==================== block 1
### Wiring heat map, block 1

Scale: 3 px per um. 26 x 27 tiles, from dark purple (low) to yellow (high), scaled to the fullest tile. Values are wire area over tile area, all layers added.
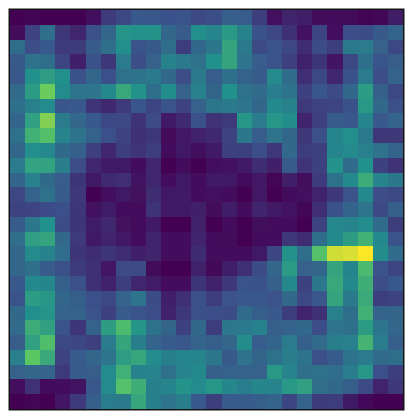
### config.mk
export PLATFORM = sky130hd
export DESIGN_NAME = mem_port_arbiter_flat
export DESIGN_NICKNAME = d
export VERILOG_FILES = /design/src/rtl/mem_arb_pkg.sv /design/src/rtl/mem_port_arbiter_if.sv /design/src/rtl/mem_byte_lane.sv /design/src/rtl/mem_port_arbiter.sv /design/src/flat_wrapper.sv
export SDC_FILE = /design/constraint.sdc
export NUM_CORES = 1
export LEC_CHECK = 0
export ABC_AREA = 0
export CORE_AREA = 2 2 129 131
export CTS_BUF_LIST = sky130_fd_sc_hd__clkbuf_4 sky130_fd_sc_hd__clkbuf_8 sky130_fd_sc_hd__clkbuf_16
export DETAILED_ROUTE_END_ITERATION = 6
export DIE_AREA = 0 0 131 133
export PLACE_DENSITY = 0.9
export SYNTH_ARGS = -nofsm -noshare
export SYNTH_HDL_FRONTEND = slang
export SYNTH_SLANG_ARGS = --single-unit
### constraint.sdc
create_clock -name clk_i -period 4.3 [get_ports clk_i]
set_input_delay 1.29 -clock clk_i [delete_from_list [all_inputs] [get_ports clk_i]]
set_output_delay 1.29 -clock clk_i [all_outputs]
set_load 0.01 [all_outputs]
### src/rtl/mem_arb_pkg.sv
// Shared encodings for the memory port arbiter: access sizes, FSM states, requester IDs.
// Also a small helper to classify sub-word accesses that need read-modify-write.
package mem_arb_pkg;

    localparam logic [1:0] SZ_BYTE = 2'b00;
    localparam logic [1:0] SZ_HALF = 2'b01;
    localparam logic [1:0] SZ_WORD = 2'b10;

    typedef enum logic {
        ST_IDLE  = 1'b0,
        ST_MERGE = 1'b1
    } state_e;

    typedef enum logic {
        REQ_LSU = 1'b0,
        REQ_DBG = 1'b1
    } req_id_e;

    // Size 2'b11 is handled as a word access, so only byte/half are sub-word.
    function automatic logic is_subword(input logic [1:0] size);
        return (size == SZ_BYTE) || (size == SZ_HALF);
    endfunction

endpackage

### src/rtl/mem_port_arbiter_if.sv
// Bundles the LSU, debug and RAM-port signals of the memory port arbiter.
// slave = arbiter view, master = view of the surrounding core/debug/RAM.
interface mem_port_arbiter_if;

    logic        lsu_req_i;
    logic        lsu_we_i;
    logic [1:0]  lsu_size_i;
    logic        lsu_unsigned_i;
    logic [31:0] lsu_addr_i;
    logic [31:0] lsu_wdata_i;
    logic        lsu_gnt_o;
    logic        lsu_rvalid_o;
    logic [31:0] lsu_rdata_o;

    logic        dbg_req_i;
    logic        dbg_we_i;
    logic [31:0] dbg_addr_i;
    logic [31:0] dbg_wdata_i;
    logic        dbg_gnt_o;
    logic        dbg_rvalid_o;
    logic [31:0] dbg_rdata_o;

    logic        ram_rd_en_o;
    logic [31:0] ram_rd_addr_o;
    logic [31:0] ram_rd_data_i;
    logic        ram_wr_en_o;
    logic [31:0] ram_wr_addr_o;
    logic [31:0] ram_wr_data_o;

    modport slave (
        input  lsu_req_i, lsu_we_i, lsu_size_i, lsu_unsigned_i, lsu_addr_i, lsu_wdata_i,
        output lsu_gnt_o, lsu_rvalid_o, lsu_rdata_o,
        input  dbg_req_i, dbg_we_i, dbg_addr_i, dbg_wdata_i,
        output dbg_gnt_o, dbg_rvalid_o, dbg_rdata_o,
        output ram_rd_en_o, ram_rd_addr_o,
        input  ram_rd_data_i,
        output ram_wr_en_o, ram_wr_addr_o, ram_wr_data_o
    );

    modport master (
        output lsu_req_i, lsu_we_i, lsu_size_i, lsu_unsigned_i, lsu_addr_i, lsu_wdata_i,
        input  lsu_gnt_o, lsu_rvalid_o, lsu_rdata_o,
        output dbg_req_i, dbg_we_i, dbg_addr_i, dbg_wdata_i,
        input  dbg_gnt_o, dbg_rvalid_o, dbg_rdata_o,
        input  ram_rd_en_o, ram_rd_addr_o,
        output ram_rd_data_i,
        input  ram_wr_en_o, ram_wr_addr_o, ram_wr_data_o
    );

endinterface

### src/rtl/mem_byte_lane.sv
// Combinational byte-lane logic: load sign/zero extension and sub-word store merge.
// Operates on the low byte/half of the word; the RAM already returns the addressed byte in [7:0].
module mem_byte_lane
    import mem_arb_pkg::*;
(
    input  logic [1:0]  size,
    input  logic        unsigned_ld,
    input  logic [31:0] rd_word,
    input  logic [31:0] wdata,
    output logic [31:0] ld_data,
    output logic [31:0] st_data
);

    always_comb begin
        ld_data = rd_word;
        st_data = wdata;
        case (size)
            SZ_BYTE: begin
                ld_data = unsigned_ld ? {24'h0, rd_word[7:0]}
                                      : {{24{rd_word[7]}}, rd_word[7:0]};
                st_data = {rd_word[31:8], wdata[7:0]};
            end
            SZ_HALF: begin
                ld_data = unsigned_ld ? {16'h0, rd_word[15:0]}
                                      : {{16{rd_word[15]}}, rd_word[15:0]};
                st_data = {rd_word[31:16], wdata[15:0]};
            end
            default: begin
                ld_data = rd_word;
                st_data = wdata;
            end
        endcase
    end

endmodule

### src/rtl/mem_port_arbiter.sv
// Shares one RAM port between LSU and debug; LSU priority with debug anti-starvation.
// Loads/word stores respond after 1 cycle, sub-word stores (read-modify-write) after 2.
module mem_port_arbiter
    import mem_arb_pkg::*;
#(
    parameter int STARVE_MAX = 4,
    parameter int STARVE_W   = 3
) (
    input  logic            clk_i,
    input  logic            rst_i,
    mem_port_arbiter_if.slave bus
);

    localparam logic [STARVE_W-1:0] STARVE_LIM = STARVE_W'(STARVE_MAX);

    state_e               state_q, state_d;
    logic [STARVE_W-1:0]  starve_q;
    logic [31:0]          merge_addr_q;
    logic [31:0]          merge_dat_q;
    logic                 merge_load;

    logic                 rsp_vld_q, rsp_vld_d;
    req_id_e              rsp_id_q, rsp_id_d;
    logic [31:0]          rsp_dat_q, rsp_dat_d;

    logic                 lsu_win, dbg_win;
    logic                 lsu_gnt, dbg_gnt;
    logic                 rd_en, wr_en;
    logic [31:0]          rd_addr, wr_addr, wr_data;
    logic [31:0]          ld_ext, st_merged;

    mem_byte_lane u_lane (
        .size        (bus.lsu_size_i),
        .unsigned_ld (bus.lsu_unsigned_i),
        .rd_word     (bus.ram_rd_data_i),
        .wdata       (bus.lsu_wdata_i),
        .ld_data     (ld_ext),
        .st_data     (st_merged)
    );

    assign dbg_win = bus.dbg_req_i && (!bus.lsu_req_i || (starve_q == STARVE_LIM));
    assign lsu_win = bus.lsu_req_i && !dbg_win;

    // Everything visible is gated by rst_i so outputs drop the instant reset asserts.
    always_comb begin
        state_d    = state_q;
        rsp_vld_d  = 1'b0;
        rsp_id_d   = rsp_id_q;
        rsp_dat_d  = '0;
        merge_load = 1'b0;
        lsu_gnt    = 1'b0;
        dbg_gnt    = 1'b0;
        rd_en      = 1'b0;
        rd_addr    = '0;
        wr_en      = 1'b0;
        wr_addr    = '0;
        wr_data    = '0;
        if (rst_i) begin
            case (state_q)
                ST_IDLE: begin
                    if (lsu_win) begin
                        lsu_gnt   = 1'b1;
                        rsp_id_d  = REQ_LSU;
                        rsp_vld_d = 1'b1;
                        if (!bus.lsu_we_i) begin
                            rd_en     = 1'b1;
                            rd_addr   = bus.lsu_addr_i;
                            rsp_dat_d = ld_ext;
                        end else if (is_subword(bus.lsu_size_i)) begin
                            // Response is deferred until the merged word is written.
                            rd_en      = 1'b1;
                            rd_addr    = bus.lsu_addr_i;
                            merge_load = 1'b1;
                            rsp_vld_d  = 1'b0;
                            state_d    = ST_MERGE;
                        end else begin
                            wr_en   = 1'b1;
                            wr_addr = bus.lsu_addr_i;
                            wr_data = bus.lsu_wdata_i;
                        end
                    end else if (dbg_win) begin
                        dbg_gnt   = 1'b1;
                        rsp_id_d  = REQ_DBG;
                        rsp_vld_d = 1'b1;
                        if (!bus.dbg_we_i) begin
                            rd_en     = 1'b1;
                            rd_addr   = bus.dbg_addr_i;
                            rsp_dat_d = bus.ram_rd_data_i;
                        end else begin
                            wr_en   = 1'b1;
                            wr_addr = bus.dbg_addr_i;
                            wr_data = bus.dbg_wdata_i;
                        end
                    end
                end
                ST_MERGE: begin
                    wr_en     = 1'b1;
                    wr_addr   = merge_addr_q;
                    wr_data   = merge_dat_q;
                    rsp_id_d  = REQ_LSU;
                    rsp_vld_d = 1'b1;
                    state_d   = ST_IDLE;
                end
                default: state_d = ST_IDLE;
            endcase
        end
    end

    always_ff @(posedge clk_i or negedge rst_i) begin
        if (!rst_i) begin
            state_q      <= ST_IDLE;
            starve_q     <= '0;
            merge_addr_q <= '0;
            merge_dat_q  <= '0;
            rsp_vld_q    <= 1'b0;
            rsp_id_q     <= REQ_LSU;
            rsp_dat_q    <= '0;
        end else begin
            state_q   <= state_d;
            rsp_vld_q <= rsp_vld_d;
            rsp_id_q  <= rsp_id_d;
            rsp_dat_q <= rsp_dat_d;
            if (merge_load) begin
                merge_addr_q <= bus.lsu_addr_i;
                merge_dat_q  <= st_merged;
            end
            if (dbg_gnt) begin
                starve_q <= '0;
            end else if (bus.dbg_req_i && (starve_q != STARVE_LIM)) begin
                starve_q <= starve_q + 1'b1;
            end
        end
    end

    assign bus.lsu_gnt_o     = lsu_gnt;
    assign bus.dbg_gnt_o     = dbg_gnt;
    assign bus.lsu_rvalid_o  = rsp_vld_q && (rsp_id_q == REQ_LSU);
    assign bus.dbg_rvalid_o  = rsp_vld_q && (rsp_id_q == REQ_DBG);
    assign bus.lsu_rdata_o   = bus.lsu_rvalid_o ? rsp_dat_q : 32'h0;
    assign bus.dbg_rdata_o   = bus.dbg_rvalid_o ? rsp_dat_q : 32'h0;
    assign bus.ram_rd_en_o   = rd_en;
    assign bus.ram_rd_addr_o = rd_addr;
    assign bus.ram_wr_en_o   = wr_en;
    assign bus.ram_wr_addr_o = wr_addr;
    assign bus.ram_wr_data_o = wr_data;

    a_one_gnt: assert property (@(posedge clk_i) disable iff (!rst_i) !(lsu_gnt && dbg_gnt));

endmodule

### src/flat_wrapper.sv
// flat-port wrapper written by rule: the top's interface ports become plain ports
module mem_port_arbiter_flat import mem_arb_pkg::*;
#(
    parameter int STARVE_MAX = 4,
    parameter int STARVE_W   = 3
)
  (clk_i, rst_i, bus_lsu_req_i, bus_lsu_we_i, bus_lsu_size_i, bus_lsu_unsigned_i, bus_lsu_addr_i, bus_lsu_wdata_i, bus_lsu_gnt_o, bus_lsu_rvalid_o, bus_lsu_rdata_o, bus_dbg_req_i, bus_dbg_we_i, bus_dbg_addr_i, bus_dbg_wdata_i, bus_dbg_gnt_o, bus_dbg_rvalid_o, bus_dbg_rdata_o, bus_ram_rd_en_o, bus_ram_rd_addr_o, bus_ram_rd_data_i, bus_ram_wr_en_o, bus_ram_wr_addr_o, bus_ram_wr_data_o);
  mem_port_arbiter_if bus_i ();
  input  logic clk_i;
  input  logic rst_i;
  input wire logic [$bits(bus_i.lsu_req_i)-1:0] bus_lsu_req_i;
  input wire logic [$bits(bus_i.lsu_we_i)-1:0] bus_lsu_we_i;
  input wire logic [$bits(bus_i.lsu_size_i)-1:0] bus_lsu_size_i;
  input wire logic [$bits(bus_i.lsu_unsigned_i)-1:0] bus_lsu_unsigned_i;
  input wire logic [$bits(bus_i.lsu_addr_i)-1:0] bus_lsu_addr_i;
  input wire logic [$bits(bus_i.lsu_wdata_i)-1:0] bus_lsu_wdata_i;
  output wire logic [$bits(bus_i.lsu_gnt_o)-1:0] bus_lsu_gnt_o;
  output wire logic [$bits(bus_i.lsu_rvalid_o)-1:0] bus_lsu_rvalid_o;
  output wire logic [$bits(bus_i.lsu_rdata_o)-1:0] bus_lsu_rdata_o;
  input wire logic [$bits(bus_i.dbg_req_i)-1:0] bus_dbg_req_i;
  input wire logic [$bits(bus_i.dbg_we_i)-1:0] bus_dbg_we_i;
  input wire logic [$bits(bus_i.dbg_addr_i)-1:0] bus_dbg_addr_i;
  input wire logic [$bits(bus_i.dbg_wdata_i)-1:0] bus_dbg_wdata_i;
  output wire logic [$bits(bus_i.dbg_gnt_o)-1:0] bus_dbg_gnt_o;
  output wire logic [$bits(bus_i.dbg_rvalid_o)-1:0] bus_dbg_rvalid_o;
  output wire logic [$bits(bus_i.dbg_rdata_o)-1:0] bus_dbg_rdata_o;
  output wire logic [$bits(bus_i.ram_rd_en_o)-1:0] bus_ram_rd_en_o;
  output wire logic [$bits(bus_i.ram_rd_addr_o)-1:0] bus_ram_rd_addr_o;
  input wire logic [$bits(bus_i.ram_rd_data_i)-1:0] bus_ram_rd_data_i;
  output wire logic [$bits(bus_i.ram_wr_en_o)-1:0] bus_ram_wr_en_o;
  output wire logic [$bits(bus_i.ram_wr_addr_o)-1:0] bus_ram_wr_addr_o;
  output wire logic [$bits(bus_i.ram_wr_data_o)-1:0] bus_ram_wr_data_o;
  assign bus_i.lsu_req_i = bus_lsu_req_i;
  assign bus_i.lsu_we_i = bus_lsu_we_i;
  assign bus_i.lsu_size_i = bus_lsu_size_i;
  assign bus_i.lsu_unsigned_i = bus_lsu_unsigned_i;
  assign bus_i.lsu_addr_i = bus_lsu_addr_i;
  assign bus_i.lsu_wdata_i = bus_lsu_wdata_i;
  assign bus_lsu_gnt_o = bus_i.lsu_gnt_o;
  assign bus_lsu_rvalid_o = bus_i.lsu_rvalid_o;
  assign bus_lsu_rdata_o = bus_i.lsu_rdata_o;
  assign bus_i.dbg_req_i = bus_dbg_req_i;
  assign bus_i.dbg_we_i = bus_dbg_we_i;
  assign bus_i.dbg_addr_i = bus_dbg_addr_i;
  assign bus_i.dbg_wdata_i = bus_dbg_wdata_i;
  assign bus_dbg_gnt_o = bus_i.dbg_gnt_o;
  assign bus_dbg_rvalid_o = bus_i.dbg_rvalid_o;
  assign bus_dbg_rdata_o = bus_i.dbg_rdata_o;
  assign bus_ram_rd_en_o = bus_i.ram_rd_en_o;
  assign bus_ram_rd_addr_o = bus_i.ram_rd_addr_o;
  assign bus_i.ram_rd_data_i = bus_ram_rd_data_i;
  assign bus_ram_wr_en_o = bus_i.ram_wr_en_o;
  assign bus_ram_wr_addr_o = bus_i.ram_wr_addr_o;
  assign bus_ram_wr_data_o = bus_i.ram_wr_data_o;
  mem_port_arbiter #(.STARVE_MAX(STARVE_MAX), .STARVE_W(STARVE_W)) u_core (.clk_i(clk_i), .rst_i(rst_i), .bus(bus_i));
endmodule
==> changes_impl.md <==
### Changed

- Yosys Warn Count: 0
- # DRC: 0
- TNS Setup: 0 ns
- Seq cells: 102
- Non-clk bufs: 379
- Worst path top cell family by delay: buffers and inverters
- Hold EP: u_core.merge_addr_q[4]
- Register area share after synthesis: 0.390
- Combinational power: 1.21 mW
- Clk pwr share: 0.248
- Fin cells: 1177
- YS chip area: 6540 um2
- Clock Buffer Count: 10
- Hold depth: 1
- Max Slew Vio Count: 0
- Final hold slack: 0.501 ns
- Fp util: 0.405
- Number of flops mapped to enable cells by yosys: 0
- PwrDens: 320 nW/um2
- Final net count: 1122
- M1 WL: 9320 um
- Critical Path End Type: primary output
- Post-Syn Area per Cell: 10.4 um2
- Status: finished, final reports clean
- I/O Pins: 335
- Worst setup path class: in -> out
- Adder Area Share: 0.00382
- Grt ovf: 0
- Antenna viol nets, final: 0
## Picture notes: 'Wiring heat map' of block 1
The fullest tile reaches 0.81. 3.8% of the tiles are nearly empty. The mean over all tiles is 0.22.
WL/cell: 20.4 um
GRT Total Usage: 0.270
Post-Route WL: 24100 um
Vias: 6623


==================== block 2
### Cells coloured by class, block 2

Scale: 2 px per um.
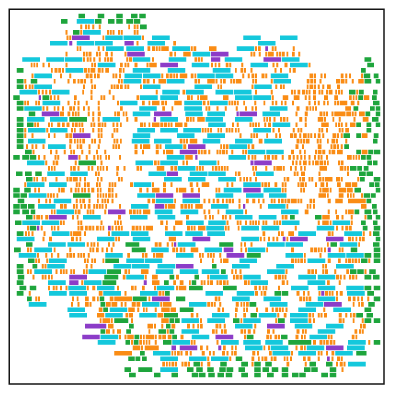
### Clock nets, block 2

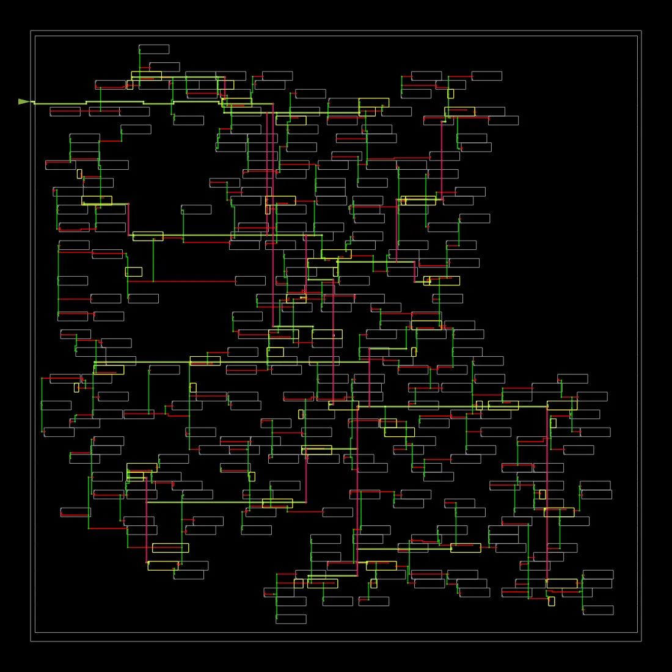
## src/rtl/inst_fetch_unit.sv

```systemverilog
// KLP32 fetch stage: issues word requests to instruction memory, buffers returned words with
// their PC, and drains stale responses after a branch/jump redirect.
module inst_fetch_unit #(
  parameter logic [31:0] RESET_PC   = 32'h0000_0000,
  parameter int          FIFO_DEPTH = 2
) (
  input  logic        clk,
  input  logic        reset,
  input  logic        redirect_valid,
  input  logic [31:0] redirect_pc,
  output logic        imem_req,
  output logic [31:0] imem_addr,
  input  logic        imem_gnt,
  input  logic        imem_rvalid,
  input  logic [31:0] imem_rdata,
  output logic        inst_valid,
  input  logic        inst_ready,
  output logic [31:0] inst,
  output logic [31:0] inst_pc,
  output logic [31:0] inst_pc_inc
);

  localparam int PW = (FIFO_DEPTH > 1) ? $clog2(FIFO_DEPTH) : 1;
  localparam int CW = $clog2(FIFO_DEPTH + 1);
  localparam logic [CW:0] DEPTH_W = (CW + 1)'(FIFO_DEPTH);

  typedef enum logic {FETCH, DRAIN} state_t;

  state_t        state_q, state_d;
  logic [31:0]   fetch_pc_q, fetch_pc_d;
  logic [31:0]   target_q, target_d;
  logic [CW-1:0] outstanding_q, outstanding_d;
  logic [CW-1:0] count_q, count_d;
  logic          pend_q, pend_d;
  logic [PW-1:0] rd_q, rd_d, wr_q, wr_d;
  logic [PW-1:0] pcq_rd_q, pcq_rd_d, pcq_wr_q, pcq_wr_d;
  logic [31:0]   data_q [FIFO_DEPTH];
  logic [31:0]   data_d [FIFO_DEPTH];
  logic [31:0]   fpc_q  [FIFO_DEPTH];
  logic [31:0]   fpc_d  [FIFO_DEPTH];
  logic [31:0]   pcq_q  [FIFO_DEPTH];
  logic [31:0]   pcq_d  [FIFO_DEPTH];

  logic          rsp, pop, push, grant, credit;
  logic [CW:0]   committed;
  logic [31:0]   tgt;

  function automatic logic [PW-1:0] ptr_inc(input logic [PW-1:0] p);
    return (p == PW'(FIFO_DEPTH - 1)) ? '0 : p + PW'(1);
  endfunction

  // A response with nothing outstanding is ignored rather than corrupting the counters.
  assign rsp       = imem_rvalid && (outstanding_q != '0);
  assign inst_valid = (count_q != '0);
  assign pop       = inst_valid && inst_ready;
  assign committed = {1'b0, outstanding_q} + {1'b0, count_q} - {{CW{1'b0}}, pop};
  assign credit    = (committed < DEPTH_W);
  // A request left ungranted stays up even through a redirect or drain.
  assign imem_req  = reset && (pend_q || ((state_q == FETCH) && credit));
  assign imem_addr = fetch_pc_q;
  assign grant     = imem_req && imem_gnt;
  assign push      = (state_q == FETCH) && rsp && !redirect_valid;

  assign inst        = inst_valid ? data_q[rd_q] : '0;
  assign inst_pc     = inst_valid ? fpc_q[rd_q] : '0;
  assign inst_pc_inc = inst_pc + 32'd4;

  always_comb begin
    state_d       = state_q;
    fetch_pc_d    = fetch_pc_q;
    target_d      = target_q;
    rd_d          = rd_q;
    wr_d          = wr_q;
    pcq_rd_d      = pcq_rd_q;
    pcq_wr_d      = pcq_wr_q;
    data_d        = data_q;
    fpc_d         = fpc_q;
    pcq_d         = pcq_q;
    tgt           = target_q;
    outstanding_d = outstanding_q + CW'(grant) - CW'(rsp);
    count_d       = count_q + CW'(push) - CW'(pop);
    pend_d        = imem_req && !imem_gnt;

    if (grant) begin
      pcq_d[pcq_wr_q] = fetch_pc_q;
      pcq_wr_d        = ptr_inc(pcq_wr_q);
    end
    if (rsp) pcq_rd_d = ptr_inc(pcq_rd_q);
    if ((state_q == FETCH) && grant) fetch_pc_d = fetch_pc_q + 32'd4;

    if (push) begin
      data_d[wr_q] = imem_rdata;
      fpc_d[wr_q]  = pcq_q[pcq_rd_q];
      wr_d         = ptr_inc(wr_q);
    end
    if (pop) rd_d = ptr_inc(rd_q);

    if (redirect_valid) begin
      count_d = '0;
      rd_d    = '0;
      wr_d    = '0;
      tgt     = redirect_pc & 32'hFFFF_FFFC;
    end

    // Refetch from the target only once every older request has been answered.
    if (redirect_valid || (state_q == DRAIN)) begin
      target_d = tgt;
      if ((outstanding_d == '0) && !pend_d) begin
        state_d    = FETCH;
        fetch_pc_d = tgt;
      end else begin
        state_d = DRAIN;
      end
    end
  end

  always_ff @(posedge clk or negedge reset) begin
    if (!reset) begin
      state_q       <= FETCH;
      fetch_pc_q    <= RESET_PC;
      target_q      <= RESET_PC;
      outstanding_q <= '0;
      count_q       <= '0;
      pend_q        <= 1'b0;
      rd_q          <= '0;
      wr_q          <= '0;
      pcq_rd_q      <= '0;
      pcq_wr_q      <= '0;
      data_q        <= '{default: '0};
      fpc_q         <= '{default: '0};
      pcq_q         <= '{default: '0};
    end else begin
      state_q       <= state_d;
      fetch_pc_q    <= fetch_pc_d;
      target_q      <= target_d;
      outstanding_q <= outstanding_d;
      count_q       <= count_d;
      pend_q        <= pend_d;
      rd_q          <= rd_d;
      wr_q          <= wr_d;
      pcq_rd_q      <= pcq_rd_d;
      pcq_wr_q      <= pcq_wr_d;
      data_q        <= data_d;
      fpc_q         <= fpc_d;
      pcq_q         <= pcq_d;
    end
  end

  // Memory must never answer more requests than it has granted.
  assert property (@(posedge clk) disable iff (!reset) imem_rvalid |-> (outstanding_q != '0));

endmodule

```

## config.mk

```make
export PLATFORM = sky130hd
export DESIGN_NAME = inst_fetch_unit
export DESIGN_NICKNAME = d
export VERILOG_FILES = /design/src/rtl/inst_fetch_unit.sv
export SDC_FILE = /design/constraint.sdc
export NUM_CORES = 1
export LEC_CHECK = 0
export ABC_AREA = 1
export CAP_MARGIN = 10
export CORE_UTILIZATION = 40
export DETAILED_ROUTE_END_ITERATION = 16
export PLACE_DENSITY = 0.62
export SETUP_SLACK_MARGIN = 0.05
export SYNTH_ARGS = -nofsm -noshare
export SYNTH_HDL_FRONTEND = slang
export SYNTH_SLANG_ARGS = --single-unit
```

## constraint.sdc

```tcl
create_clock -name clk -period 3.55 [get_ports clk]
set_input_delay 0.71 -clock clk [delete_from_list [all_inputs] [get_ports clk]]
set_output_delay 0.71 -clock clk [all_outputs]
set_load 0.03 [all_outputs]
```

==> changes_impl.md <==
### Changed

- Status: finished, final reports clean
- I/O Pins: 200
- Max Slew Vio Count: 0
- Global-route track usage on met3: 0.0261
- Worst Path Max Fanout: 3
- Met1 usage: 0.320
- PwrDens: 850 nW/um2
- Vias: 12.0k
- CP endpoint: imem_req
- CP Data Arrival Time: 2.69 ns
- Fin cells: 2474
- Non-clk bufs: 245
- Clk pwr share: 0.203
- Die X: 187 um
- Setup bufs post-CTS: 3
- Synth Cell Area: 13600 um2
- Post-Place Cell Area: 16000 um2
- Inverters: 164
- Mi-comb count: 1295
- YS chip area: 13600 um2
- Clk slew on worst S/H paths: 0.06 ns
- Cells on worst reg2reg path: 26
- Initial antenna violation count: 0
- P&R area growth vs syn: 27.0%
- FF-to-FF End: imem_addr[7]
- DPL Wire Length: 25000 um
- Clock Path Buffers: 3
About 'Cells coloured by class' of block 2:
Key: purple = clock drivers and dummy loads [cells 56]; cyan = registers [cells 266]; orange = remaining logic cells [cells 1459]; green = remaining buffers and delay cells [cells 245]
final core utilization: 0.516
Finished Cell Area: 17300 um2
Core Area: 33500 um2
row count: 67
Seq/total area: 0.385

About 'Clock nets' of block 2:
Clock Buffer Count: 43
Clock Skews: 0.0226 ns
Seq cells: 266
Worst-Skew Late Latency: 0.56 ns
CTS buffer count: 30


==================== block 3
### Clock nets, block 3

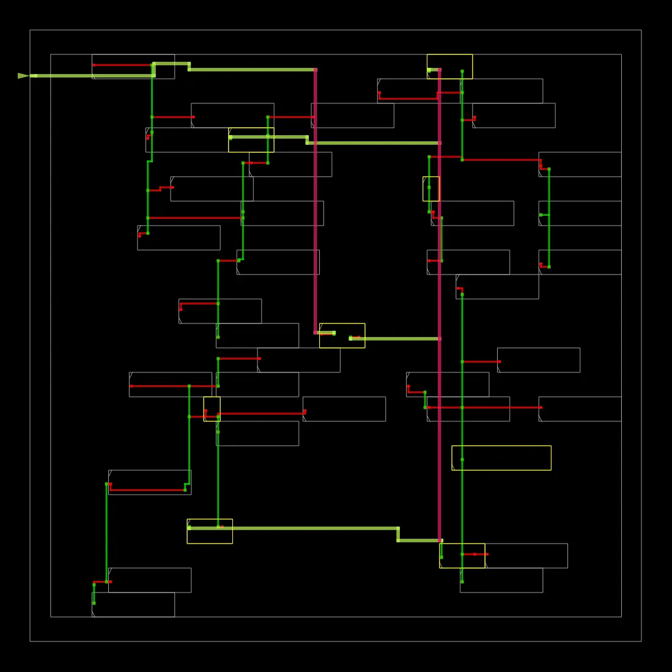
### Cells coloured by class, block 3

Scale: 6 px per um.
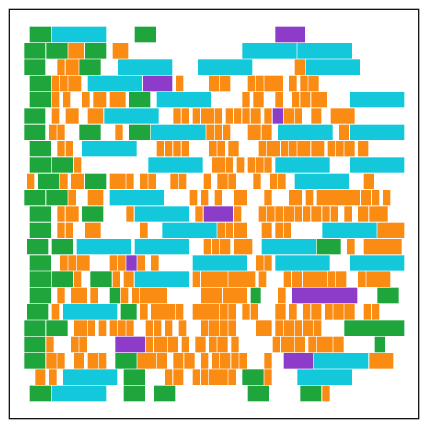
### Metal 3, block 3

Scale: 6 px per um.
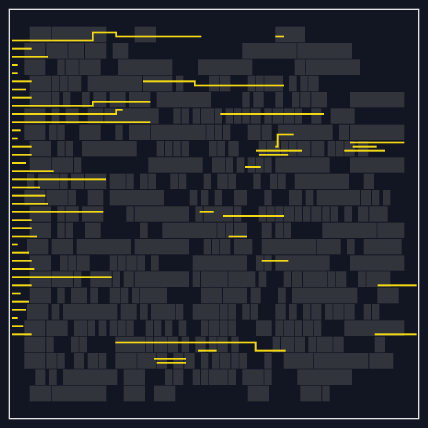
--- src/rtl/uart_pkg.sv ---
// Shared types and constants for the UART transmit arbiter.
// Holds the FSM state encoding, the clock/baud figures and the default timing parameters.
package uart_pkg;

    localparam int CLK_FREQ        = 100_000_000;
    localparam int BAUD            = 9600;
    localparam int TIMEOUT_CYC_DEF = 131072;
    localparam int GAP_CYC_DEF     = 2;

    typedef enum logic [2:0] {
        ST_IDLE      = 3'd0,
        ST_ISSUE     = 3'd1,
        ST_WAIT_BUSY = 3'd2,
        ST_WAIT_DONE = 3'd3,
        ST_GAP       = 3'd4
    } arb_state_e;

    function automatic logic [3:0] idx_onehot(input logic [1:0] idx);
        return 4'b0001 << idx;
    endfunction

endpackage

--- src/rtl/uart_tx_arbiter_rr_pick.sv ---
// Round-robin selector, purely combinational: first asserted request at or after i_ptr.
// Zero latency; o_valid is low when no request is present.
module rr_pick #(
    parameter int NUM_REQ = 3
) (
    input  logic [NUM_REQ-1:0] i_req,
    input  logic [1:0]         i_ptr,
    output logic               o_valid,
    output logic [1:0]         o_idx
);

    logic [3:0] w_req_pad;
    logic [2:0] w_sum;
    logic [1:0] w_j;

    assign w_req_pad = 4'(i_req);

    // Walk from the farthest candidate back to i_ptr so the nearest hit wins.
    always_comb begin
        o_valid = 1'b0;
        o_idx   = i_ptr;
        w_sum   = '0;
        w_j     = '0;
        for (int k = NUM_REQ - 1; k >= 0; k--) begin
            w_sum = 3'(i_ptr) + 3'(k);
            w_j   = (w_sum >= 3'(NUM_REQ)) ? 2'(w_sum - 3'(NUM_REQ)) : w_sum[1:0];
            if (w_req_pad[w_j]) begin
                o_valid = 1'b1;
                o_idx   = w_j;
            end
        end
    end

endmodule

--- src/rtl/uart_tx_arbiter.sv ---
// Round-robin arbiter feeding one UART transmitter; tx_start/ack fire in the cycle after a request is seen in IDLE.
// Requests wait (no ack) while a frame, its completion timeout or the post-frame gap is in progress.
module uart_tx_arbiter
    import uart_pkg::*;
#(
    parameter int NUM_REQ     = 3,
    parameter int TIMEOUT_CYC = TIMEOUT_CYC_DEF,
    parameter int GAP_CYC     = GAP_CYC_DEF
) (
    input  logic                   i_clk,
    input  logic                   i_rst_n,
    input  logic [NUM_REQ-1:0]     i_req,
    input  logic [8*NUM_REQ-1:0]   i_req_data,
    output logic [NUM_REQ-1:0]     o_ack,
    output logic                   o_tx_start,
    output logic [7:0]             o_tx_data,
    input  logic                   i_tx_busy,
    input  logic                   i_tx_done,
    output logic                   o_busy,
    output logic [1:0]             o_grant_id,
    output logic                   o_timeout_err
);

    localparam int TW = $clog2(TIMEOUT_CYC);
    localparam int GW = (GAP_CYC > 1) ? $clog2(GAP_CYC) : 1;

    arb_state_e      r_state;
    arb_state_e      w_next;
    logic [1:0]      r_ptr;
    logic [1:0]      r_grant;
    logic [7:0]      r_tx_data;
    logic [TW-1:0]   r_to_cnt;
    logic [GW-1:0]   r_gap_cnt;
    logic            r_timeout_err;

    logic            w_pick_vld;
    logic [1:0]      w_pick_idx;
    logic [7:0]      w_pick_byte;
    logic            w_waiting;
    logic            w_to_hit;
    logic            w_gap_end;
    logic            w_grant;

    rr_pick #(
        .NUM_REQ (NUM_REQ)
    ) u_pick (
        .i_req   (i_req),
        .i_ptr   (r_ptr),
        .o_valid (w_pick_vld),
        .o_idx   (w_pick_idx)
    );

    always_comb begin
        w_pick_byte = '0;
        for (int i = 0; i < NUM_REQ; i++) begin
            if (w_pick_idx == 2'(i)) begin
                w_pick_byte = i_req_data[8*i +: 8];
            end
        end
    end

    assign w_waiting = (r_state == ST_WAIT_BUSY) || (r_state == ST_WAIT_DONE);
    // A tx_done landing on the last allowed cycle still counts as a clean finish.
    assign w_to_hit  = w_waiting && !i_tx_done && (r_to_cnt == TW'(TIMEOUT_CYC - 1));
    assign w_gap_end = (r_gap_cnt == GW'(GAP_CYC - 1));
    assign w_grant   = (r_state == ST_IDLE) && w_pick_vld;

    always_ff @(posedge i_clk or negedge i_rst_n) begin
        if (!i_rst_n) begin
            r_state <= ST_IDLE;
        end else begin
            r_state <= w_next;
        end
    end

    always_comb begin
        w_next = r_state;
        case (r_state)
            ST_IDLE: begin
                if (w_pick_vld) w_next = ST_ISSUE;
            end
            ST_ISSUE: begin
                w_next = ST_WAIT_BUSY;
            end
            ST_WAIT_BUSY: begin
                if (i_tx_done || w_to_hit) w_next = ST_GAP;
                else if (i_tx_busy)        w_next = ST_WAIT_DONE;
            end
            ST_WAIT_DONE: begin
                if (i_tx_done || w_to_hit) w_next = ST_GAP;
            end
            ST_GAP: begin
                if (w_gap_end) w_next = ST_IDLE;
            end
            default: begin
                w_next = ST_IDLE;
            end
        endcase
    end

    always_comb begin
        o_tx_start = (r_state == ST_ISSUE);
        o_ack      = (r_state == ST_ISSUE) ? NUM_REQ'(idx_onehot(r_grant)) : '0;
        o_busy     = (r_state != ST_IDLE);
    end

    always_ff @(posedge i_clk or negedge i_rst_n) begin
        if (!i_rst_n) begin
            r_ptr         <= '0;
            r_grant       <= '0;
            r_tx_data     <= '0;
            r_to_cnt      <= '0;
            r_gap_cnt     <= '0;
            r_timeout_err <= 1'b0;
        end else begin
            r_timeout_err <= w_to_hit;

            if (w_grant) begin
                r_grant   <= w_pick_idx;
                r_tx_data <= w_pick_byte;
                r_ptr     <= (w_pick_idx == 2'(NUM_REQ - 1)) ? 2'd0 : w_pick_idx + 2'd1;
            end

            if (r_state == ST_ISSUE) begin
                r_to_cnt <= '0;
            end else if (w_waiting) begin
                r_to_cnt <= r_to_cnt + 1'b1;
            end

            if (r_state == ST_GAP && !w_gap_end) begin
                r_gap_cnt <= r_gap_cnt + 1'b1;
            end else begin
                r_gap_cnt <= '0;
            end
        end
    end

    assign o_tx_data     = r_tx_data;
    assign o_grant_id    = r_grant;
    assign o_timeout_err = r_timeout_err;

endmodule
--- config.mk ---
export PLATFORM = sky130hd
export DESIGN_NAME = uart_tx_arbiter
export DESIGN_NICKNAME = d
export VERILOG_FILES = /design/src/rtl/uart_pkg.sv /design/src/rtl/uart_tx_arbiter_rr_pick.sv /design/src/rtl/uart_tx_arbiter.sv
export SDC_FILE = /design/constraint.sdc
export NUM_CORES = 1
export LEC_CHECK = 0
export ABC_AREA = 1
export CORE_MARGIN = 2
export CORE_UTILIZATION = 52
export DETAILED_ROUTE_END_ITERATION = 6
export GPL_TIMING_DRIVEN = 0
export HOLD_SLACK_MARGIN = 0.02
export PLACE_DENSITY = 0.83
export SETUP_SLACK_MARGIN = 0.4
export SLEW_MARGIN = 40
export SYNTH_ARGS = -nofsm -noshare
export SYNTH_HDL_FRONTEND = slang
export SYNTH_HIERARCHICAL = 1
export SYNTH_SLANG_ARGS = --single-unit
--- constraint.sdc ---
create_clock -name i_clk -period 3.6 [get_ports i_clk]
set_input_delay 1.08 -clock i_clk [delete_from_list [all_inputs] [get_ports i_clk]]
set_output_delay 1.08 -clock i_clk [all_outputs]
set_load 0.01 [all_outputs]
==> changes_impl.md <==
### Changed

- CP peak stage delay: 0.57 ns
- Post-CTS sizing: 0
- Worst-Skew Late Latency: 0.30 ns
- Hold EP: r_gap_cnt
- Crit path max-delay cell type: clkdlybuf4s50_1
- Dpl ws: 0.452 ns
- Seq cells: 34
- CP required: 2.52 ns
- Global-route track usage on met3: 0.0839
- Status: finished, final reports clean
- P&R area growth vs syn: 31.1%
- WL/cell: 12.0 um
- TritonCTS clock tree: done
- Final critical-path setup slack: 0.502 ns
- M1 WL: 2030 um
- Worst relative slew slack: 0.628
## Picture notes: 'Clock nets' of block 3
Clock Skews: 0.00592 ns
CTS Sinks: 34
clock network power: 0.347 mW

## Picture notes: 'Cells coloured by class' of block 3
Key: purple = clock drivers and dummy loads [cells 8]; green = remaining buffers and delay cells [cells 51]; orange = remaining logic cells [cells 256]; cyan = registers [cells 34]
Core Area: 3970 um2
Seq/total area: 0.305
final core utilization: 0.703

## Picture notes: 'Metal 3' of block 3
53 nets have wire on it. The longest straight run is 23.2 um. The wires run mostly horizontal. The layer carries 382 um of wire. The layer holds 8.0% of the routed length.


==================== block 4
### Clock nets, block 4

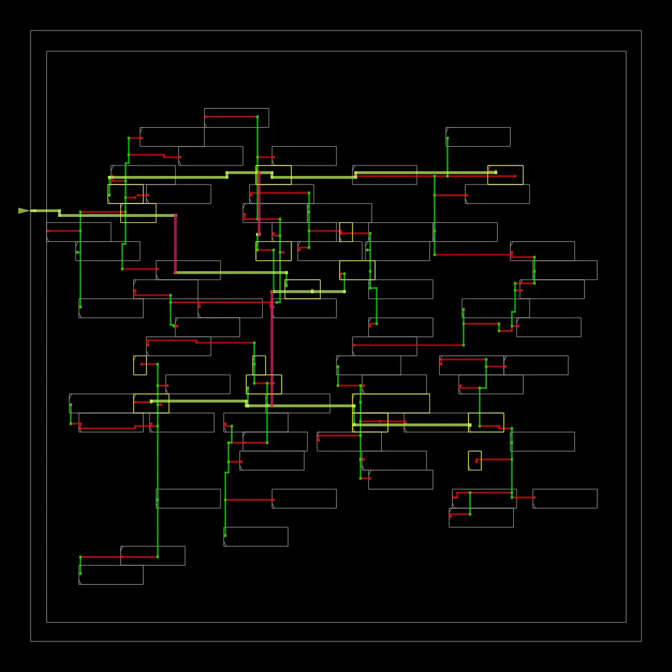
[src/rtl/cla_addsub_pipe.sv]
// cla_addsub_pipe: two-stage pipelined adder/subtractor with group
// carry-lookahead and optional signed saturation.
//
// Stage 1 forms the effective addend, the bit-level generate/propagate
// terms, and the per-group generate/propagate terms. Stage 2 resolves the
// group carries by lookahead, completes the sum, and applies saturation.
// Stage 2 also produces the flags.
//
// Ports
//   clk, rst_n      clock, asynchronous active-low reset
//   in_valid/ready  operand handshake (A, B, op, cin)
//   A, B            WIDTH-bit two's complement operands
//   op              00 ADD, 01 SUB, 10 ADC, 11 SBB
//   cin             carry input for ADC/SBB
//   out_valid/ready result handshake
//   S               result (saturated when SAT=1 and overflow)
//   cout, ovf       carry out / signed overflow of the unsaturated sum
//   zero, neg       S == 0, S[WIDTH-1]
module cla_addsub_pipe #(
  parameter int WIDTH = 16,
  parameter int GROUP = 4,
  parameter int SAT   = 0
) (
  input  logic             clk,
  input  logic             rst_n,
  input  logic             in_valid,
  output logic             in_ready,
  input  logic [WIDTH-1:0] A,
  input  logic [WIDTH-1:0] B,
  input  logic [1:0]       op,
  input  logic             cin,
  output logic             out_valid,
  input  logic             out_ready,
  output logic [WIDTH-1:0] S,
  output logic             cout,
  output logic             ovf,
  output logic             zero,
  output logic             neg
);

  localparam int NG = WIDTH / GROUP;

  typedef enum logic [1:0] {
    OP_ADD = 2'b00,
    OP_SUB = 2'b01,
    OP_ADC = 2'b10,
    OP_SBB = 2'b11
  } op_e;

  // ---------------- stage 1: operand decode and group G/P ----------------
  logic [WIDTH-1:0] w_b_eff;
  logic             w_c0;
  logic [WIDTH-1:0] w_p;
  logic [WIDTH-1:0] w_g;
  logic [NG-1:0]    w_gg;
  logic [NG-1:0]    w_gp;

  always_comb begin : s1_decode
    // NOTE: every output of a combinational block gets a default first, so
    // no path through the case leaves a value unassigned (no latch).
    w_b_eff = B;
    w_c0    = 1'b0;
    case (op_e'(op))
      OP_ADD: ;
      OP_SUB: begin w_b_eff = ~B; w_c0 = 1'b1; end
      OP_ADC: w_c0 = cin;
      OP_SBB: begin w_b_eff = ~B; w_c0 = cin; end
      default: ;
    endcase
  end

  assign w_p = A ^ w_b_eff;
  assign w_g = A & w_b_eff;

  // Group generate/propagate: a group generates if some bit generates and
  // every bit above it inside the group propagates.
  always_comb begin : s1_group_gp
    logic v_g;
    logic v_p;
    w_gg = '0;
    w_gp = '0;
    for (int k = 0; k < NG; k++) begin
      v_g = 1'b0;
      v_p = 1'b1;
      for (int i = 0; i < GROUP; i++) begin
        v_g = w_g[k*GROUP+i] | (w_p[k*GROUP+i] & v_g);
        v_p = v_p & w_p[k*GROUP+i];
      end
      w_gg[k] = v_g;
      w_gp[k] = v_p;
    end
  end

  // Stage 1 registers. The carry-in and addend MSBs carry the decoded
  // operation forward; the bit-level terms are needed to finish the sum.
  logic             r_v1;
  logic [WIDTH-1:0] r_p;
  logic [WIDTH-1:0] r_g;
  logic [NG-1:0]    r_gg;
  logic [NG-1:0]    r_gp;
  logic             r_c0;
  logic             r_a_msb;
  logic             r_b_msb;

  always_ff @(posedge clk or negedge rst_n) begin
    // NOTE: sequential state uses non-blocking assignments only, so every
    // register samples pre-edge values regardless of block ordering.
    if (!rst_n) begin
      // NOTE: datapath registers are plain flops, not a memory array, so
      // resetting them is cheap and keeps outputs deterministic.
      r_v1    <= 1'b0;
      r_p     <= '0;
      r_g     <= '0;
      r_gg    <= '0;
      r_gp    <= '0;
      r_c0    <= 1'b0;
      r_a_msb <= 1'b0;
      r_b_msb <= 1'b0;
    end else if (in_ready) begin
      r_v1 <= in_valid;
      if (in_valid) begin
        r_p     <= w_p;
        r_g     <= w_g;
        r_gg    <= w_gg;
        r_gp    <= w_gp;
        r_c0    <= w_c0;
        r_a_msb <= A[WIDTH-1];
        r_b_msb <= w_b_eff[WIDTH-1];
      end
    end
  end

  // ---------------- stage 2: lookahead, sum, saturation ----------------
  logic [NG:0]      w_src;
  logic [NG:0]      w_gc;
  logic [WIDTH-1:0] w_sum;
  logic             w_ovf;
  logic [WIDTH-1:0] w_s;

  // Source of a carry entering the group chain: index 0 is the carry-in,
  // index j>0 is group j-1 generating.
  assign w_src = {r_gg, r_c0};

  // Flattened lookahead: carry into group k is the OR over every source j
  // of that source ANDed with the propagates of groups j..k-1.
  always_comb begin : s2_lookahead
    logic v_c;
    logic v_term;
    w_gc    = '0;
    w_gc[0] = r_c0;
    for (int k = 1; k <= NG; k++) begin
      v_c = 1'b0;
      for (int j = 0; j <= k; j++) begin
        v_term = w_src[j];
        for (int m = j; m < k; m++) v_term = v_term & r_gp[m];
        v_c = v_c | v_term;
      end
      w_gc[k] = v_c;
    end
  end

  // Inside each group the carry ripples at most GROUP bits from the
  // lookahead carry entering that group.
  always_comb begin : s2_sum
    logic v_c;
    w_sum = '0;
    for (int k = 0; k < NG; k++) begin
      v_c = w_gc[k];
      for (int i = 0; i < GROUP; i++) begin
        w_sum[k*GROUP+i] = r_p[k*GROUP+i] ^ v_c;
        v_c = r_g[k*GROUP+i] | (r_p[k*GROUP+i] & v_c);
      end
    end
  end

  assign w_ovf = (r_a_msb == r_b_msb) && (w_sum[WIDTH-1] != r_a_msb);

  // Saturate toward the sign shared by both addends.
  assign w_s = ((SAT != 0) && w_ovf)
             ? (r_a_msb ? {1'b1, {(WIDTH-1){1'b0}}} : {1'b0, {(WIDTH-1){1'b1}}})
             : w_sum;

  logic             r_v2;
  logic [WIDTH-1:0] r_s;
  logic             r_cout;
  logic             r_ovf;
  logic             r_zero;
  logic             r_neg;

  always_ff @(posedge clk or negedge rst_n) begin
    if (!rst_n) begin
      r_v2   <= 1'b0;
      r_s    <= '0;
      r_cout <= 1'b0;
      r_ovf  <= 1'b0;
      r_zero <= 1'b1;
      r_neg  <= 1'b0;
    end else if (in_ready) begin
      r_v2 <= r_v1;
      if (r_v1) begin
        r_s    <= w_s;
        r_cout <= w_gc[NG];
        r_ovf  <= w_ovf;
        r_zero <= (w_s == '0);
        r_neg  <= w_s[WIDTH-1];
      end
    end
  end

  // Whole pipe advances unless a valid result is waiting on the consumer.
  assign in_ready  = ~(r_v2 & ~out_ready);
  assign out_valid = r_v2;
  assign S         = r_s;
  assign cout      = r_cout;
  assign ovf       = r_ovf;
  assign zero      = r_zero;
  assign neg       = r_neg;

endmodule

[config.mk]
export PLATFORM = sky130hd
export DESIGN_NAME = cla_addsub_pipe
export DESIGN_NICKNAME = d
export VERILOG_FILES = /design/src/rtl/cla_addsub_pipe.sv
export SDC_FILE = /design/constraint.sdc
export NUM_CORES = 1
export LEC_CHECK = 0
export CAP_MARGIN = 10
export CELL_PAD_IN_SITES_DETAIL_PLACEMENT = 0
export CELL_PAD_IN_SITES_GLOBAL_PLACEMENT = 1
export CORE_MARGIN = 2
export CORE_UTILIZATION = 44
export CTS_CLUSTER_DIAMETER = 30
export DETAILED_ROUTE_END_ITERATION = 10
export PLACE_DENSITY = 0.89
export SLEW_MARGIN = 10
export SYNTH_ARGS = -nofsm -noshare
export SYNTH_HDL_FRONTEND = slang
export SYNTH_SLANG_ARGS = --single-unit
[constraint.sdc]
create_clock -name clk -period 5.6 [get_ports clk]
set_clock_uncertainty 0.05 [all_clocks]
set_input_delay 1.12 -clock clk [delete_from_list [all_inputs] [get_ports clk]]
set_output_delay 1.12 -clock clk [all_outputs]
set_load 0.05 [all_outputs]
==> changes_impl.md <==
### Changed

- Buffering overhead: 0.155
- Inverters: 1
- Port Buffers: 60
- Critical Path End Type: primary output
- Critical path launch point type: primary input
- Synth mux share: 0.162
- Fin crit share: 0.702
- Status: finished, final reports clean
- PwrDens: 461 nW/um2
- Post-Place Cell Area: 3680 um2
- ClkCell Share: 0.0519
- Max Slew Vio Count: 0
- Total power: 1.79 mW
- Largest net degree at the start of global routing: 61
- Clock Path Buffers: 2
- Finished Cell Area: 3880 um2
- Mi-comb count: 170
- Wire length on met3: 345 um
- Area leader share: 0.484
- DR pass1 iterations: 4
- Post-CTS Hold Fix Bufs: 0
- Tap cells: 80
- Max Fclk: 0.254 GHz
- Clk pwr share: 0.217
- Hold depth: 2
- Fill cells: 580
- P&R area growth vs syn: 27.3%
- Mapped Nets: 309
- Initial DRC count: 73
- WP buf/inv: 2
About 'Clock nets' of block 4:
Clock Buffer Count: 11
clock network power: 0.390 mW


==================== block 5
### Wiring heat map, block 5

Scale: 4 px per um. 16 x 15 tiles, from dark purple (low) to yellow (high), scaled to the fullest tile. Values are wire area over tile area, all layers added.
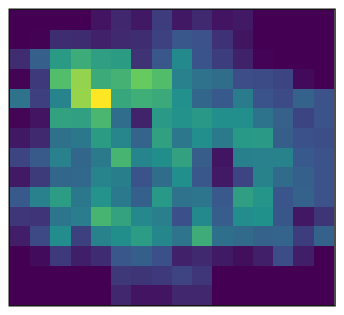
### Cells coloured by class, block 5

Scale: 6 px per um.
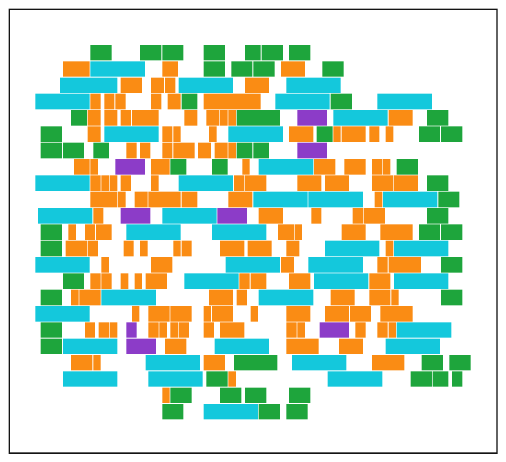
### Cells by drive strength, block 5

Scale: 3 px per um.
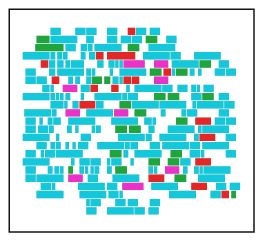
### src/rtl/shifter_seq.sv
// shifter_seq: sequential 16-bit rotate/shift unit handling one request at a time.
// Optional macro SHIFTER_SEQ_FAST8_EN adds 8-bit steps while the remaining count is >= 8.
module shifter_seq (
    input  logic        clk,
    input  logic        rst_n,
    input  logic        in_valid,
    output logic        in_ready,
    input  logic [15:0] in,
    input  logic [1:0]  op,
    input  logic [3:0]  amt,
    output logic [15:0] out,
    output logic        out_valid,
    input  logic        out_ready
);

    typedef enum logic [1:0] {
        IDLE  = 2'd0,
        SHIFT = 2'd1,
        DONE  = 2'd2
    } state_t;

    localparam logic [1:0] OP_ROTL = 2'b00;
    localparam logic [1:0] OP_SHL  = 2'b01;
    localparam logic [1:0] OP_SRA  = 2'b10;
    localparam logic [1:0] OP_SRL  = 2'b11;

    state_t      state_q, state_d;
    logic [15:0] work_q, work_d;
    logic [1:0]  op_q, op_d;
    logic [3:0]  count_q, count_d;
    logic [15:0] out_q, out_d;
    logic        out_valid_q, out_valid_d;

    logic [15:0] step_s;
    logic [3:0]  count_step_s;

    function automatic logic [15:0] step1(input logic [15:0] r, input logic [1:0] o);
        logic [15:0] res;
        case (o)
            OP_ROTL: res = {r[14:0], r[15]};
            OP_SHL:  res = {r[14:0], 1'b0};
            OP_SRA:  res = {r[15], r[15:1]};
            OP_SRL:  res = {1'b0, r[15:1]};
            default: res = r;
        endcase
        return res;
    endfunction

`ifdef SHIFTER_SEQ_FAST8_EN
    function automatic logic [15:0] step8(input logic [15:0] r, input logic [1:0] o);
        logic [15:0] res;
        case (o)
            OP_ROTL: res = {r[7:0], r[15:8]};
            OP_SHL:  res = {r[7:0], 8'h00};
            OP_SRA:  res = {{8{r[15]}}, r[15:8]};
            OP_SRL:  res = {8'h00, r[15:8]};
            default: res = r;
        endcase
        return res;
    endfunction
`endif

    // Select the step applied this cycle and the count it leaves behind.
    always_comb begin
`ifdef SHIFTER_SEQ_FAST8_EN
        if (count_q >= 4'd8) begin
            step_s       = step8(work_q, op_q);
            count_step_s = count_q - 4'd8;
        end else begin
            step_s       = step1(work_q, op_q);
            count_step_s = count_q - 4'd1;
        end
`else
        step_s       = step1(work_q, op_q);
        count_step_s = count_q - 4'd1;
`endif
    end

    // Next-state and datapath update for the accept/shift/handshake sequence.
    always_comb begin
        state_d     = state_q;
        work_d      = work_q;
        op_d        = op_q;
        count_d     = count_q;
        out_d       = out_q;
        out_valid_d = out_valid_q;
        case (state_q)
            IDLE: begin
                if (in_valid) begin
                    work_d  = in;
                    op_d    = op;
                    count_d = amt;
                    if (amt == 4'd0) begin
                        state_d     = DONE;
                        out_d       = in;
                        out_valid_d = 1'b1;
                    end else begin
                        state_d = SHIFT;
                    end
                end else begin
                    state_d = IDLE;
                end
            end
            SHIFT: begin
                work_d  = step_s;
                count_d = count_step_s;
                // The final step lands in out on the same edge the count hits zero.
                if (count_step_s == 4'd0) begin
                    state_d     = DONE;
                    out_d       = step_s;
                    out_valid_d = 1'b1;
                end else begin
                    state_d = SHIFT;
                end
            end
            DONE: begin
                if (out_ready) begin
                    state_d     = IDLE;
                    out_valid_d = 1'b0;
                end else begin
                    state_d = DONE;
                end
            end
            default: begin
                state_d     = IDLE;
                out_valid_d = 1'b0;
            end
        endcase
    end

    // State and result registers with asynchronous clear.
    always_ff @(posedge clk or negedge rst_n) begin
        if (!rst_n) begin
            state_q     <= IDLE;
            work_q      <= 16'h0000;
            op_q        <= 2'b00;
            count_q     <= 4'd0;
            out_q       <= 16'h0000;
            out_valid_q <= 1'b0;
        end else begin
            state_q     <= state_d;
            work_q      <= work_d;
            op_q        <= op_d;
            count_q     <= count_d;
            out_q       <= out_d;
            out_valid_q <= out_valid_d;
        end
    end

    assign in_ready  = (state_q == IDLE);
    assign out       = out_q;
    assign out_valid = out_valid_q;

endmodule

### config.mk
export PLATFORM = sky130hd
export DESIGN_NAME = shifter_seq
export DESIGN_NICKNAME = d
export VERILOG_FILES = /design/src/rtl/shifter_seq.sv
export SDC_FILE = /design/constraint.sdc
export NUM_CORES = 1
export LEC_CHECK = 0
export CORE_ASPECT_RATIO = 0.9
export CORE_MARGIN = 4
export CORE_UTILIZATION = 44
export DETAILED_ROUTE_END_ITERATION = 6
export PLACE_DENSITY_LB_ADDON = 0.3
export SETUP_SLACK_MARGIN = 0.05
export SLEW_MARGIN = 20
export SYNTH_ARGS = -nofsm -noshare
export SYNTH_HDL_FRONTEND = slang
export SYNTH_SLANG_ARGS = --single-unit
### constraint.sdc
create_clock -name clk -period 2.56 [get_ports clk]
set_clock_uncertainty 0.2 [all_clocks]
set_input_delay 0.768 -clock clk [delete_from_list [all_inputs] [get_ports clk]]
set_output_delay 0.768 -clock clk [all_outputs]
set_load 0.005 [all_outputs]
==> changes_impl.md <==
### Changed

- Grt met2 use: 0.272
- Worst Path Max Fanout: 7
- Antenna viol nets, final: 0
- Total power: 3.42 mW
- Top area cell types: dfrtp_1, mux2_2, mux2i_1, o21ai_0, mux2_4
- Number of global-route vias before repair: 1647
- Clock H-tree levels: 2
- Adder Area Share: 0.0118
- WL met2: 2140 um
- Top cells by count: dfrtp_1, mux2_2, mux2i_1
- Internal reg-to-reg setup slack: 0.42 ns
- Final hold slack: 0.309 ns
- TritonCTS clock tree: done
- # DRC: 0
- Worst path top cell family by delay: simple AND/OR/NAND/NOR gates
- DR pass1 iterations: 4
- Status: finished, final reports clean
- DPL Wire Length: 3120 um
- RSZ-0062 raised after global routing: no
- Cells on worst reg2reg path: 6
- CTS Sinks: 41
- Logic cell area: 987 um2
- Synth top cell by count: dfrtp_1
- Final hold vios: 0
- Crit path depth: 6
- Worst relative slew slack: 0.651
- Post-Syn Instances: 191
## Picture notes: 'Wiring heat map' of block 5
15% of the tiles are over half the peak. The mean over all tiles is 0.12. The densest ninth of the die: centre. The emptiest ninth of the die: upper right. The fullest tile reaches 0.45. 19% of the tiles are nearly empty.
WL/cell: 14.8 um
GRT Total Usage: 0.170
Vias: 1581
Post-Route WL: 4540 um

## Picture notes: 'Cells coloured by class' of block 5
Key: green = remaining buffers and delay cells [cells 55]; orange = remaining logic cells [cells 140]; cyan = registers [cells 41]; purple = clock drivers and dummy loads [cells 8]
final core utilization: 0.608
row count: 23
Finished Cell Area: 2760 um2

## Picture notes: 'Cells by drive strength' of block 5
Key: red = x3 and x4 [cells 17]; magenta = x6 and larger [cells 9]; green = x2 [cells 25]; cyan = x1 and smaller [cells 193]
final critical-path setup slack: 0.0854 ns
P&R area growth vs syn: 30.8%



==> layout pictures side by side <==
Wiring heat map.
Plate I
Scale: 4 px per um. 17 x 17 tiles, from dark purple (low) to yellow (high), scaled to the fullest tile. Values are wire area over tile area, all layers added.
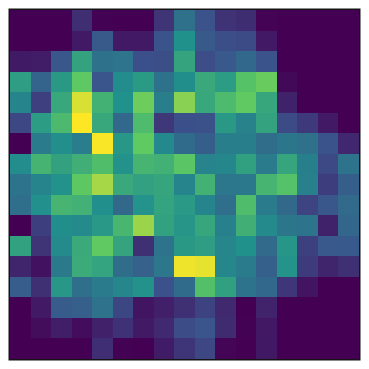
Plate II
Scale: 6 px per um. 14 x 14 tiles, from dark purple (low) to yellow (high), scaled to the fullest tile. Values are wire area over tile area, all layers added.
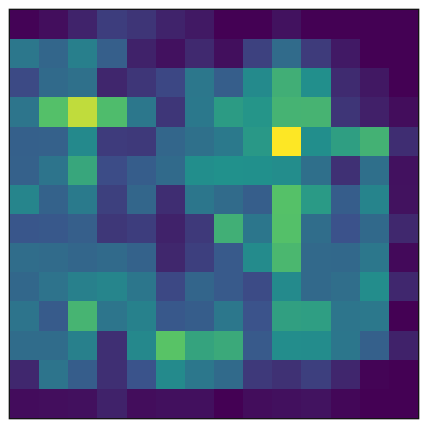
Plate III
Scale: 2 px per um. 37 x 37 tiles, from dark purple (low) to yellow (high), scaled to the fullest tile. Values are wire area over tile area, all layers added.
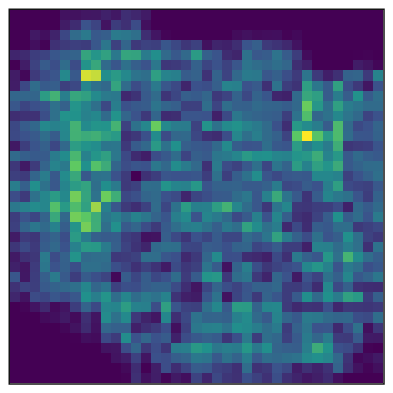
Plate I comes from block 4.
Plate III comes from block 2.
Plate II comes from block 3.
The one with the smallest die is Plate II.

Key to Plate II:
12% of the tiles are over half the peak. 8.7% of the tiles are nearly empty. The mean over all tiles is 0.17. The fullest tile reaches 0.58.

Power figures rest on the tool's default switching activity, not on a simulated workload.
